=== sd_modulator ===
### Met2 routing, sd_modulator

Cells faint in the background.
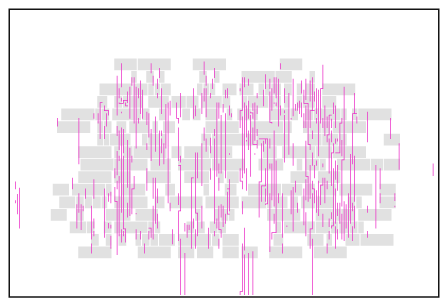

## config.mk

```make
export PLATFORM = sky130hd
export DESIGN_NAME = sd_modulator
export DESIGN_NICKNAME = d
export VERILOG_FILES = /design/src/rtl/sd_pkg.sv /design/src/rtl/sd_loop.sv /design/src/rtl/sd_modulator.sv
export SDC_FILE = /design/constraint.sdc
export NUM_CORES = 1
export LEC_CHECK = 0
export ABC_CLOCK_PERIOD_IN_PS = 4100
export CORE_ASPECT_RATIO = 0.6
export CORE_MARGIN = 8
export CORE_UTILIZATION = 50
export DETAILED_ROUTE_END_ITERATION = 10
export PLACE_DENSITY = 0.68
export SYNTH_ARGS = -nofsm -noshare
export SYNTH_HDL_FRONTEND = slang
export SYNTH_SLANG_ARGS = --single-unit
```

## constraint.sdc

```tcl
create_clock -name CLK -period 4.1 [get_ports CLK]
set_input_delay 1.025 -clock CLK [delete_from_list [all_inputs] [get_ports CLK]]
set_output_delay 1.025 -clock CLK [all_outputs]
set_load 0.1 [all_outputs]
```

## src/rtl/sd_pkg.sv

```systemverilog
// Shared types and defaults for the sigma-delta modulator slice.
package sd_pkg;

  typedef enum logic {
    IDLE = 1'b0,
    RUN  = 1'b1
  } state_t;

  localparam int DATA_W_DEF = 8;
  localparam int OSR_DEF    = 128;

  // Midscale code 2^(w-1): the zero point of an unsigned w-bit sample.
  function automatic int midscale(input int w);
    return 32'sd1 <<< (w - 32'sd1);
  endfunction

endpackage

```

## src/rtl/sd_loop.sv

```systemverilog
// Modulator arithmetic core: first-order accumulator by default,
// second-order saturating loop when SDM_SECOND_ORDER_EN is defined.
module sd_loop
  import sd_pkg::*;
#(
  parameter int DATA_W = DATA_W_DEF
) (
  input  logic              clk,
  input  logic              rst,
  input  logic              clr,
  input  logic              step,
  input  logic [DATA_W-1:0] active,
  output logic              bit_s
);

`ifdef SDM_SECOND_ORDER_EN
  localparam int I1_W  = DATA_W + 2;
  localparam int I2_W  = DATA_W + 4;
  localparam int EXT_W = DATA_W + 6;
  localparam logic signed [EXT_W-1:0] MID_X  = EXT_W'(midscale(DATA_W));
  localparam logic signed [EXT_W-1:0] I1_MAX = EXT_W'((32'sd1 <<< (I1_W - 1)) - 32'sd1);
  localparam logic signed [EXT_W-1:0] I1_MIN = -I1_MAX - EXT_W'(32'sd1);
  localparam logic signed [EXT_W-1:0] I2_MAX = EXT_W'((32'sd1 <<< (I2_W - 1)) - 32'sd1);
  localparam logic signed [EXT_W-1:0] I2_MIN = -I2_MAX - EXT_W'(32'sd1);

  logic signed [I1_W-1:0]  i1_r, i1_eff_s, i1_nxt_s;
  logic signed [I2_W-1:0]  i2_r, i2_eff_s, i2_nxt_s;
  logic signed [EXT_W-1:0] u_s, f_s, s1_s, s2_s;
  logic                    fb_r;

  // Integrator update with saturation; the first RUN step starts from zero state.
  always_comb begin
    i1_eff_s = clr ? {I1_W{1'b0}} : i1_r;
    i2_eff_s = clr ? {I2_W{1'b0}} : i2_r;
    u_s  = $signed({{(EXT_W-DATA_W){1'b0}}, active}) - MID_X;
    f_s  = fb_r ? MID_X : -MID_X;
    s1_s = $signed({{(EXT_W-I1_W){i1_eff_s[I1_W-1]}}, i1_eff_s}) + u_s - f_s;
    if (s1_s > I1_MAX) begin
      i1_nxt_s = I1_MAX[I1_W-1:0];
    end else if (s1_s < I1_MIN) begin
      i1_nxt_s = I1_MIN[I1_W-1:0];
    end else begin
      i1_nxt_s = s1_s[I1_W-1:0];
    end
    s2_s = $signed({{(EXT_W-I2_W){i2_eff_s[I2_W-1]}}, i2_eff_s})
         + $signed({{(EXT_W-I1_W){i1_nxt_s[I1_W-1]}}, i1_nxt_s}) - f_s;
    if (s2_s > I2_MAX) begin
      i2_nxt_s = I2_MAX[I2_W-1:0];
    end else if (s2_s < I2_MIN) begin
      i2_nxt_s = I2_MIN[I2_W-1:0];
    end else begin
      i2_nxt_s = s2_s[I2_W-1:0];
    end
    bit_s = !i2_nxt_s[I2_W-1];
  end

  // Integrator and feedback registers.
  always_ff @(posedge clk) begin
    if (rst) begin
      i1_r <= {I1_W{1'b0}};
      i2_r <= {I2_W{1'b0}};
      fb_r <= 1'b0;
    end else if (step) begin
      i1_r <= i1_nxt_s;
      i2_r <= i2_nxt_s;
      fb_r <= bit_s;
    end else if (clr) begin
      i1_r <= {I1_W{1'b0}};
      i2_r <= {I2_W{1'b0}};
      fb_r <= 1'b0;
    end else begin
      i1_r <= i1_r;
      i2_r <= i2_r;
      fb_r <= fb_r;
    end
  end
`else
  logic [DATA_W-1:0] acc_r, acc_eff_s;
  logic [DATA_W:0]   sum_s;

  // The carry out of acc + active is the output bit.
  always_comb begin
    acc_eff_s = clr ? {DATA_W{1'b0}} : acc_r;
    sum_s     = {1'b0, acc_eff_s} + {1'b0, active};
    bit_s     = sum_s[DATA_W];
  end

  // Accumulator; kept across RUN frames so density is exact over 2^DATA_W clocks.
  always_ff @(posedge clk) begin
    if (rst) begin
      acc_r <= {DATA_W{1'b0}};
    end else if (step) begin
      acc_r <= sum_s[DATA_W-1:0];
    end else if (clr) begin
      acc_r <= {DATA_W{1'b0}};
    end else begin
      acc_r <= acc_r;
    end
  end
`endif

endmodule

```

## src/rtl/sd_modulator.sv

```systemverilog
// Sigma-delta modulator top: frame counter, IDLE/RUN FSM, sample handshake.
// Define SDM_SECOND_ORDER_EN to build the second-order loop.
module sd_modulator
  import sd_pkg::*;
#(
  parameter int DATA_W = DATA_W_DEF,
  parameter int OSR    = OSR_DEF,
  parameter int CNT_W  = $clog2(OSR)
) (
  input  logic              CLK,
  input  logic              RST,
  input  logic              EN,
  input  logic [DATA_W-1:0] SAMPLE_IN,
  input  logic              SAMPLE_VALID,
  output logic              SAMPLE_READY,
  output logic              BIT_OUT,
  output logic              FRAME_START,
  output logic              UNDERRUN
);

  localparam logic [CNT_W-1:0] CNT_LAST = CNT_W'(OSR - 1);

  state_t            state_r, state_nxt_s;
  logic [CNT_W-1:0]  cnt_r;
  logic [DATA_W-1:0] hold_r, active_r, active_nxt_s;
  logic              hold_full_r, hold_full_nxt_s, hold_take_s;
  logic              ready_r, bit_r, frame_start_r, underrun_r;
  logic              frame_start_nxt_s, underrun_nxt_s;
  logic              boundary_s, xfer_s, run_nxt_s, clr_s, loop_bit_s;

  assign boundary_s = (cnt_r == CNT_LAST);
  assign xfer_s     = SAMPLE_VALID && ready_r;
  assign run_nxt_s  = (state_nxt_s == RUN);
  assign clr_s      = (state_r == IDLE);

  // Boundary decisions: next state, sample promotion and per-frame pulses.
  always_comb begin
    state_nxt_s       = state_r;
    hold_take_s       = 1'b0;
    frame_start_nxt_s = 1'b0;
    underrun_nxt_s    = 1'b0;
    case (state_r)
      IDLE: begin
        if (boundary_s && EN && hold_full_r) begin
          state_nxt_s       = RUN;
          hold_take_s       = 1'b1;
          frame_start_nxt_s = 1'b1;
        end else begin
          state_nxt_s = IDLE;
        end
      end
      RUN: begin
        if (boundary_s && !EN) begin
          state_nxt_s = IDLE;
        end else if (boundary_s) begin
          frame_start_nxt_s = 1'b1;
          hold_take_s       = hold_full_r;
          underrun_nxt_s    = !hold_full_r;
        end else begin
          state_nxt_s = RUN;
        end
      end
      default: state_nxt_s = IDLE;
    endcase
    if (hold_take_s) begin
      active_nxt_s = hold_r;
    end else begin
      active_nxt_s = active_r;
    end
    // A transfer only happens into an empty hold, so it never meets a take.
    if (xfer_s) begin
      hold_full_nxt_s = 1'b1;
    end else if (hold_take_s) begin
      hold_full_nxt_s = 1'b0;
    end else begin
      hold_full_nxt_s = hold_full_r;
    end
  end

  // FSM state register.
  always_ff @(posedge CLK) begin
    if (RST) begin
      state_r <= IDLE;
    end else begin
      state_r <= state_nxt_s;
    end
  end

  // Frame counter, sample registers and registered outputs.
  always_ff @(posedge CLK) begin
    if (RST) begin
      cnt_r         <= {CNT_W{1'b0}};
      hold_r        <= {DATA_W{1'b0}};
      hold_full_r   <= 1'b0;
      active_r      <= {DATA_W{1'b0}};
      ready_r       <= 1'b0;
      bit_r         <= 1'b0;
      frame_start_r <= 1'b0;
      underrun_r    <= 1'b0;
    end else begin
      cnt_r         <= cnt_r + CNT_W'(1'b1);
      hold_r        <= xfer_s ? SAMPLE_IN : hold_r;
      hold_full_r   <= hold_full_nxt_s;
      active_r      <= active_nxt_s;
      ready_r       <= !hold_full_nxt_s;
      frame_start_r <= frame_start_nxt_s;
      underrun_r    <= underrun_nxt_s;
      // IDLE emits a midscale 0,1,0,1 pattern.
      bit_r         <= run_nxt_s ? loop_bit_s : !bit_r;
    end
  end

  sd_loop #(
    .DATA_W(DATA_W)
  ) u_loop (
    .clk   (CLK),
    .rst   (RST),
    .clr   (clr_s),
    .step  (run_nxt_s),
    .active(active_nxt_s),
    .bit_s (loop_bit_s)
  );

  assign SAMPLE_READY = ready_r;
  assign BIT_OUT      = bit_r;
  assign FRAME_START  = frame_start_r;
  assign UNDERRUN     = underrun_r;

endmodule

```

=== audio_io_unit ===
<file path="src/rtl/audio_io_pkg.sv">
//------------------------------------------------------------------------------
// Module   : audio_io_pkg
// Purpose  : Shared constants, sample type and conversion helpers for the
//            buffered audio I/O unit.
// Contents : DEF_* default widths/depths, sample_t, sext_sample, sat_sample.
// Revision : 1.0 - initial release
//------------------------------------------------------------------------------
`default_nettype none

package audio_io_pkg;

  localparam int DEF_DWIDTH = 32;
  localparam int DEF_SWIDTH = 20;
  localparam int DEF_NCH    = 2;
  localparam int DEF_DEPTH  = 8;

  typedef logic signed [DEF_SWIDTH-1:0] sample_t;

  // Sign-extend a default-width sample to the default CPU word width.
  function automatic logic [DEF_DWIDTH-1:0] sext_sample(input sample_t sample);
    return DEF_DWIDTH'(sample);
  endfunction

  // Clamp a signed CPU word into the representable sample range.
  function automatic sample_t sat_sample(input logic signed [DEF_DWIDTH-1:0] word);
    logic [DEF_DWIDTH-DEF_SWIDTH:0] hi;
    hi = word[DEF_DWIDTH-1:DEF_SWIDTH-1];
    if ((&hi) || (~|hi)) return word[DEF_SWIDTH-1:0];
    else if (word[DEF_DWIDTH-1]) return {1'b1, {(DEF_SWIDTH-1){1'b0}}};
    else return {1'b0, {(DEF_SWIDTH-1){1'b1}}};
  endfunction

endpackage

`default_nettype wire

</file>
<file path="src/rtl/sample_fifo.sv">
//------------------------------------------------------------------------------
// Module   : sample_fifo
// Purpose  : Single-clock FIFO with first-word-fall-through output.
//            Push is ignored when full, pop is ignored when empty; a push
//            and a pop together on a partially filled FIFO both succeed.
// Ports    : clock, reset (sync, active-high), push, pop, din, dout (head),
//            full, empty.
// Revision : 1.0 - initial release
//------------------------------------------------------------------------------
`default_nettype none

module sample_fifo #(
  parameter int WIDTH = 20,
  parameter int DEPTH = 8
) (
  input  logic             clock,
  input  logic             reset,
  input  logic             push,
  input  logic             pop,
  input  logic [WIDTH-1:0] din,
  output logic [WIDTH-1:0] dout,
  output logic             full,
  output logic             empty
);

  localparam int AW = $clog2(DEPTH);

  logic [AW-1:0]    wr_ptr_q, wr_ptr_d;
  logic [AW-1:0]    rd_ptr_q, rd_ptr_d;
  logic [AW:0]      count_q, count_d;
  logic [WIDTH-1:0] mem_q [DEPTH];
  logic [WIDTH-1:0] mem_d [DEPTH];

  logic w_do_push;
  logic w_do_pop;

  assign full      = (count_q == (AW+1)'(DEPTH));
  assign empty     = (count_q == '0);
  assign dout      = mem_q[rd_ptr_q];
  assign w_do_push = push && !full;
  assign w_do_pop  = pop && !empty;

  always_comb begin
    mem_d    = mem_q;
    wr_ptr_d = wr_ptr_q;
    rd_ptr_d = rd_ptr_q;
    count_d  = count_q;
    if (w_do_push) begin
      mem_d[wr_ptr_q] = din;
      wr_ptr_d        = wr_ptr_q + 1'b1;  // wraps naturally, DEPTH is a power of 2
    end
    if (w_do_pop) begin
      rd_ptr_d = rd_ptr_q + 1'b1;
    end
    case ({w_do_push, w_do_pop})
      2'b10:   count_d = count_q + 1'b1;
      2'b01:   count_d = count_q - 1'b1;
      default: count_d = count_q;
    endcase
  end

  always_ff @(posedge clock) begin
    if (reset) begin
      wr_ptr_q <= '0;
      rd_ptr_q <= '0;
      count_q  <= '0;
      for (int i = 0; i < DEPTH; i++) mem_q[i] <= '0;
    end else begin
      wr_ptr_q <= wr_ptr_d;
      rd_ptr_q <= rd_ptr_d;
      count_q  <= count_d;
      mem_q    <= mem_d;
    end
  end

endmodule

`default_nettype wire

</file>
<file path="src/rtl/audio_io_unit.sv">
//------------------------------------------------------------------------------
// Module   : audio_io_unit
// Purpose  : Buffered audio sample interface between ADC/DAC and the CPU.
//            Ingress: per-channel ADC FIFOs read through a FWFT port.
//            Egress : per-channel CPU-written FIFOs drained together as one
//                     frame on each dac_tick.
//            Sticky overflow/underrun flags for software polling.
// Ports    : clock, reset (sync, active-high)
//            adc_valid/adc_ch/adc_data/adc_ready     - ADC ingress
//            rd_en/rd_ch/rd_data/rd_avail            - CPU read side
//            wr_en/wr_ch/wr_data/wr_full             - CPU write side
//            dac_tick/dac_data/dac_valid             - DAC frame output
//            flags_clr, adc_ovf, cpu_unf, dac_ovf, dac_unf - status
// Config   : AUDIO_IO_SATURATE_EN - when defined, CPU writes are clamped to
//            the signed sample range instead of truncated.
// Revision : 1.0 - initial release
//------------------------------------------------------------------------------
`default_nettype none

module audio_io_unit
  import audio_io_pkg::*;
#(
  parameter int DWIDTH = DEF_DWIDTH,
  parameter int SWIDTH = DEF_SWIDTH,
  parameter int NCH    = DEF_NCH,
  parameter int DEPTH  = DEF_DEPTH,
  localparam int CHW   = $clog2(NCH)
) (
  input  logic                  clock,
  input  logic                  reset,
  input  logic                  adc_valid,
  input  logic [CHW-1:0]        adc_ch,
  input  logic [SWIDTH-1:0]     adc_data,
  output logic                  adc_ready,
  input  logic                  rd_en,
  input  logic [CHW-1:0]        rd_ch,
  output logic [DWIDTH-1:0]     rd_data,
  output logic [NCH-1:0]        rd_avail,
  input  logic                  wr_en,
  input  logic [CHW-1:0]        wr_ch,
  input  logic [DWIDTH-1:0]     wr_data,
  output logic [NCH-1:0]        wr_full,
  input  logic                  dac_tick,
  output logic [NCH*SWIDTH-1:0] dac_data,
  output logic                  dac_valid,
  input  logic                  flags_clr,
  output logic [NCH-1:0]        adc_ovf,
  output logic [NCH-1:0]        cpu_unf,
  output logic [NCH-1:0]        dac_ovf,
  output logic                  dac_unf
);

  logic [NCH-1:0]    w_adc_sel, w_rd_sel, w_wr_sel;
  logic [NCH-1:0]    w_ig_push, w_ig_pop, w_ig_full, w_ig_empty;
  logic [NCH-1:0]    w_eg_push, w_eg_pop, w_eg_full, w_eg_empty;
  logic [SWIDTH-1:0] w_ig_dout [NCH];
  logic [SWIDTH-1:0] w_eg_dout [NCH];
  logic [SWIDTH-1:0] w_wr_sample;
  logic              w_frame_ok;
  logic              w_unused_wr;

  logic [NCH*SWIDTH-1:0] dac_data_q, dac_data_d;
  logic                  dac_valid_q, dac_valid_d;
  logic [NCH-1:0]        adc_ovf_q, adc_ovf_d;
  logic [NCH-1:0]        cpu_unf_q, cpu_unf_d;
  logic [NCH-1:0]        dac_ovf_q, dac_ovf_d;
  logic                  dac_unf_q, dac_unf_d;

  // One-hot channel decodes; an out-of-range index selects nothing.
  always_comb begin
    w_adc_sel = '0;
    w_rd_sel  = '0;
    w_wr_sel  = '0;
    for (int k = 0; k < NCH; k++) begin
      w_adc_sel[k] = (adc_ch == CHW'(k));
      w_rd_sel[k]  = (rd_ch  == CHW'(k));
      w_wr_sel[k]  = (wr_ch  == CHW'(k));
    end
  end

  // FWFT read mux, sign-extended; reads 0 when the selected FIFO is empty.
  always_comb begin
    rd_data = '0;
    for (int k = 0; k < NCH; k++) begin
      if (w_rd_sel[k] && !w_ig_empty[k]) rd_data = DWIDTH'($signed(w_ig_dout[k]));
    end
  end

`ifdef AUDIO_IO_SATURATE_EN
  logic [DWIDTH-SWIDTH:0] w_wr_hi;
  assign w_wr_hi = wr_data[DWIDTH-1:SWIDTH-1];
  always_comb begin
    if ((&w_wr_hi) || (~|w_wr_hi)) w_wr_sample = wr_data[SWIDTH-1:0];
    else if (wr_data[DWIDTH-1])    w_wr_sample = {1'b1, {(SWIDTH-1){1'b0}}};
    else                           w_wr_sample = {1'b0, {(SWIDTH-1){1'b1}}};
  end
`else
  assign w_wr_sample = wr_data[SWIDTH-1:0];
`endif
  // Upper word bits are intentionally discarded in truncation mode.
  assign w_unused_wr = ^wr_data;

  assign w_ig_push  = {NCH{adc_valid}} & w_adc_sel;
  assign w_ig_pop   = {NCH{rd_en}} & w_rd_sel;
  assign w_eg_push  = {NCH{wr_en}} & w_wr_sel;
  assign w_frame_ok = dac_tick && !(|w_eg_empty);
  assign w_eg_pop   = {NCH{w_frame_ok}};

  generate
    for (genvar g = 0; g < NCH; g++) begin : g_ch
      sample_fifo #(.WIDTH(SWIDTH), .DEPTH(DEPTH)) u_ig_fifo (
        .clock (clock),
        .reset (reset),
        .push  (w_ig_push[g]),
        .pop   (w_ig_pop[g]),
        .din   (adc_data),
        .dout  (w_ig_dout[g]),
        .full  (w_ig_full[g]),
        .empty (w_ig_empty[g])
      );
      sample_fifo #(.WIDTH(SWIDTH), .DEPTH(DEPTH)) u_eg_fifo (
        .clock (clock),
        .reset (reset),
        .push  (w_eg_push[g]),
        .pop   (w_eg_pop[g]),
        .din   (w_wr_sample),
        .dout  (w_eg_dout[g]),
        .full  (w_eg_full[g]),
        .empty (w_eg_empty[g])
      );
    end
  endgenerate

  always_comb begin
    dac_data_d  = dac_data_q;
    dac_valid_d = w_frame_ok;
    if (w_frame_ok) begin
      for (int k = 0; k < NCH; k++) dac_data_d[k*SWIDTH +: SWIDTH] = w_eg_dout[k];
    end
    // Sticky flags: a new event in the same cycle as flags_clr survives.
    adc_ovf_d = (adc_ovf_q & ~{NCH{flags_clr}}) | (w_ig_push & w_ig_full);
    cpu_unf_d = (cpu_unf_q & ~{NCH{flags_clr}}) | (w_ig_pop & w_ig_empty);
    dac_ovf_d = (dac_ovf_q & ~{NCH{flags_clr}}) | (w_eg_push & w_eg_full);
    dac_unf_d = (dac_unf_q & !flags_clr) | (dac_tick && (|w_eg_empty));
  end

  always_ff @(posedge clock) begin
    if (reset) begin
      dac_data_q  <= '0;
      dac_valid_q <= 1'b0;
      adc_ovf_q   <= '0;
      cpu_unf_q   <= '0;
      dac_ovf_q   <= '0;
      dac_unf_q   <= 1'b0;
    end else begin
      dac_data_q  <= dac_data_d;
      dac_valid_q <= dac_valid_d;
      adc_ovf_q   <= adc_ovf_d;
      cpu_unf_q   <= cpu_unf_d;
      dac_ovf_q   <= dac_ovf_d;
      dac_unf_q   <= dac_unf_d;
    end
  end

  assign adc_ready = |(w_adc_sel & ~w_ig_full);
  assign rd_avail  = ~w_ig_empty;
  assign wr_full   = w_eg_full;
  assign dac_data  = dac_data_q;
  assign dac_valid = dac_valid_q;
  assign adc_ovf   = adc_ovf_q;
  assign cpu_unf   = cpu_unf_q;
  assign dac_ovf   = dac_ovf_q;
  assign dac_unf   = dac_unf_q;

endmodule

`default_nettype wire
</file>
<file path="config.mk">
export PLATFORM = sky130hd
export DESIGN_NAME = audio_io_unit
export DESIGN_NICKNAME = d
export VERILOG_FILES = /design/src/rtl/audio_io_pkg.sv /design/src/rtl/sample_fifo.sv /design/src/rtl/audio_io_unit.sv
export SDC_FILE = /design/constraint.sdc
export NUM_CORES = 2
export LEC_CHECK = 0
export CORE_ASPECT_RATIO = 2
export CORE_UTILIZATION = 60
export DETAILED_ROUTE_END_ITERATION = 6
export GPL_TIMING_DRIVEN = 1
export PLACE_DENSITY_LB_ADDON = 0.15
export SYNTH_ARGS = -nofsm -noshare
export SYNTH_HDL_FRONTEND = slang
export SYNTH_SLANG_ARGS = --single-unit
</file>
<file path="constraint.sdc">
create_clock -name clock -period 3.7 [get_ports clock]
set_input_delay 0.74 -clock clock [delete_from_list [all_inputs] [get_ports clock]]
set_output_delay 0.74 -clock clock [all_outputs]
set_load 0.005 [all_outputs]
</file>

==> gallery <==
Routed metal, one colour a layer.
panel A
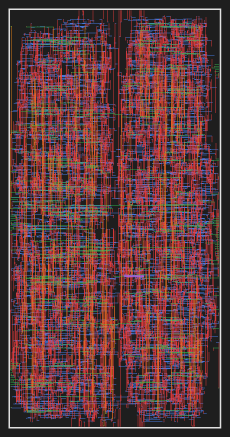
panel B
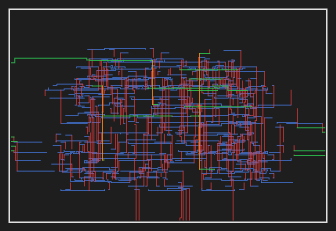
Panel A comes from audio_io_unit.
Panel B comes from sd_modulator.
- most wire: panel A

Key to panel B:
[met2] red | wire length: 1550 um
[met3] green | wire length: 197 um
[met1] blue | wire length: 1770 um
[met4] orange | wire length: 68.7 um

### Signal wires on met3, sd_modulator

The bar under the picture is 20 um long. Cells faint in the background.
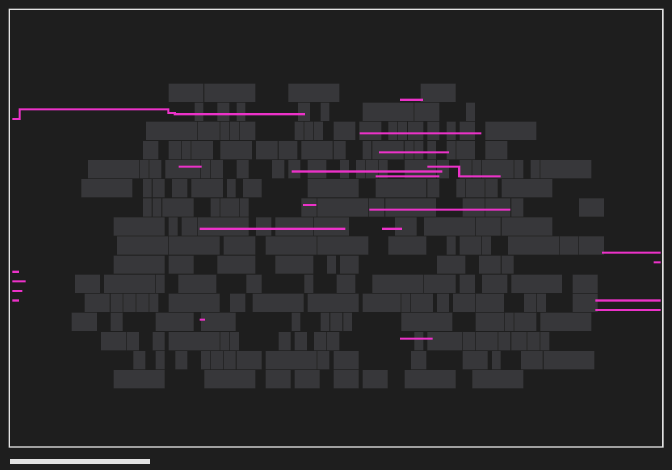
nets with wire on the layer: 16
share of all routed wire: 5.5%
longest straight run: 21.2 um
main direction: horizontal
wire length on this layer: 197 um

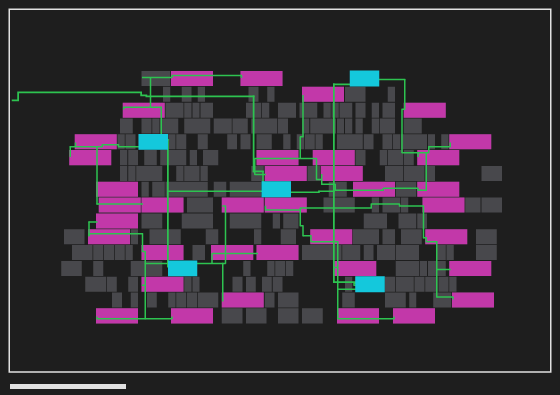
*Clock network drawn from the DEF, sd_modulator*
The bar under the picture is 20 um long.
[clock wires] green | length: 501 um
[flip-flops] magenta | count: 37
[cells driving clock nets] cyan | count: 5
routed clock nets: 6
Clk pwr share: 0.379
Layout Skew: 0.00706 ns
Latency at later pin: 0.29 ns

About 'Met2 routing' of sd_modulator:
main direction: vertical
nets with wire on the layer: 203
WL final: 3580 um
met2 Use GR: 0.220
routed vias: 1382

==> impl_metrics.tcl, sd_modulator <==
# implementation run metrics
set metrics [dict create \
    outcome "complete, no violations" \
    layout.cells.non_filler 258 \
    placed_cells 251 \
    postSynthSeqShare 0.418 \
    p_clk_uw 258 \
    timing.final.hold_violations 0 \
    area_leaders "dfxtp_1 (42%), ha_1 (6.4%), mux2_4 (5.9%)" \
    p_int_uw 521 \
    powerDensity_nw_per_um2 335 \
    netlist.area_leader.share 0.418 \
    antenna_found_initial 0 \
    cts-htree-levels 2 \
    synthCells 196 \
    nets 235 \
    r2r_end "BIT_OUT" \
    endpoint "BIT_OUT" \
    comb_power_uw 46.5 \
]
sd_modulator: layer usage:
metal	wire length, um	vias to the layer above
met5	0	-
met4	68	0
met3	197	8
met2	1550	30
met1	1770	644
li1	-	700
sd_modulator: per-stage QoR:
stage                     power [mW]  area (sq um)
final                          0.680          2030
after global routing           0.711          2030
after CTS                      0.689          2030
after detailed placement       0.431          1950
after global placement         0.429          1950
after floorplan                0.410          1770
sd_modulator: cell usage after synthesis (2+ instances only):
cell type	n
ha_1	9
o2bb2ai_1	2
clkbuf_1	4
inv_1	11
mux2_4	7
o21ai_0	12
nor2_1	13
and2_1	7
dfxtp_1	37
xnor2_1	7
nor3_1	2
o211ai_1	2
mux2i_1	2
nand3_1	10
nand2_1	28
a21oi_1	15
and3_4	2
nand2b_1	3
nor2b_1	3
sd_modulator: cell type report:
| cell class | count | share of cell area |
|---|---|---|
| well taps | 45 | 0.0277 |
| repair buffers | 16 | 0.0776 |
| clock buffers | 7 | 0.0425 |
| multi-input cells | 142 | 0.467 |
| inverters | 11 | 0.0203 |
| flip-flops and latches | 37 | 0.365 |
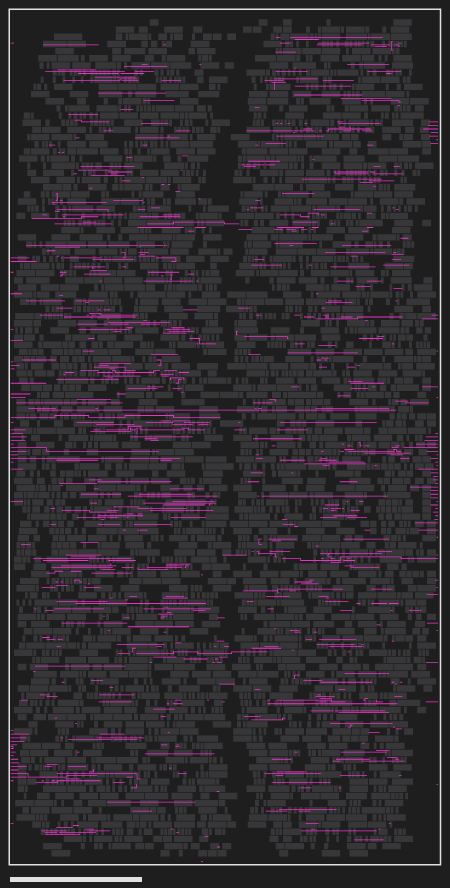
*Signal wires on met3, audio_io_unit*
The bar under the picture is 50 um long. Cells faint in the background.
main direction: horizontal
wire length on this layer: 5430 um
share of all routed wire: 6.1%

==> impl_metrics.tcl, audio_io_unit <==
# implementation run metrics
set metrics [dict create \
    outcome "complete, no violations" \
    io_pins 147 \
    n_fill_cell 4109 \
    grt_pass1_wl_um 138000 \
    yosysWarningCount 0 \
    synth_nets 3746 \
    rows 117 \
    warnings 43 \
    ys_sh_aoi 0.131 \
    start_kind "input pin" \
    postSynth.asyncResetShare 0 \
    gr-usage-all-layers 0.335 \
    inv_count 19 \
    nets 3663 \
    reg2reg_depth 9 \
]
==> audio_io_unit: kinds of logic after synthesis <==
family,Yosys count
and+or+nand+nor,1522
AOI/OAI and AO/OA,756
DFF,728
buffers and inverters,401
muxes,206
xor gates and xnor gates,25
adders and majority gates,23
==> audio_io_unit: metal layers <==
metal,vias up,global-route usage
met5,-,0
met4,2,0.267
met3,387,0.0433
met2,1179,0.602
met1,12500,0.340
li1,12100,-
==> audio_io_unit: repair_timing <==
item	4_1_cts	5_1_grt
endpoints found under the hold margin	0	0
gates cloned	0	2
pin swaps	0	0
hold buffers	0	0
gates resized	1	4
endpoints found under the setup margin	13	27
buffers inserted	0	1
==> audio_io_unit: power breakdown <==
part,switching [mW],internal [mW]
registers,0.112,7.96
logic,0.733,0.484
clock network,2.89,3.69
==> audio_io_unit: critical path, delay by kind of cell <==
kind | cells | cell delay [ns]
buffers and inverters | 3 | 1.47
AND-OR/OR-AND | 1 | 0.20
AND/OR/NAND/NOR | 2 | 0.49

Power is estimated from default activity; no workload was simulated.
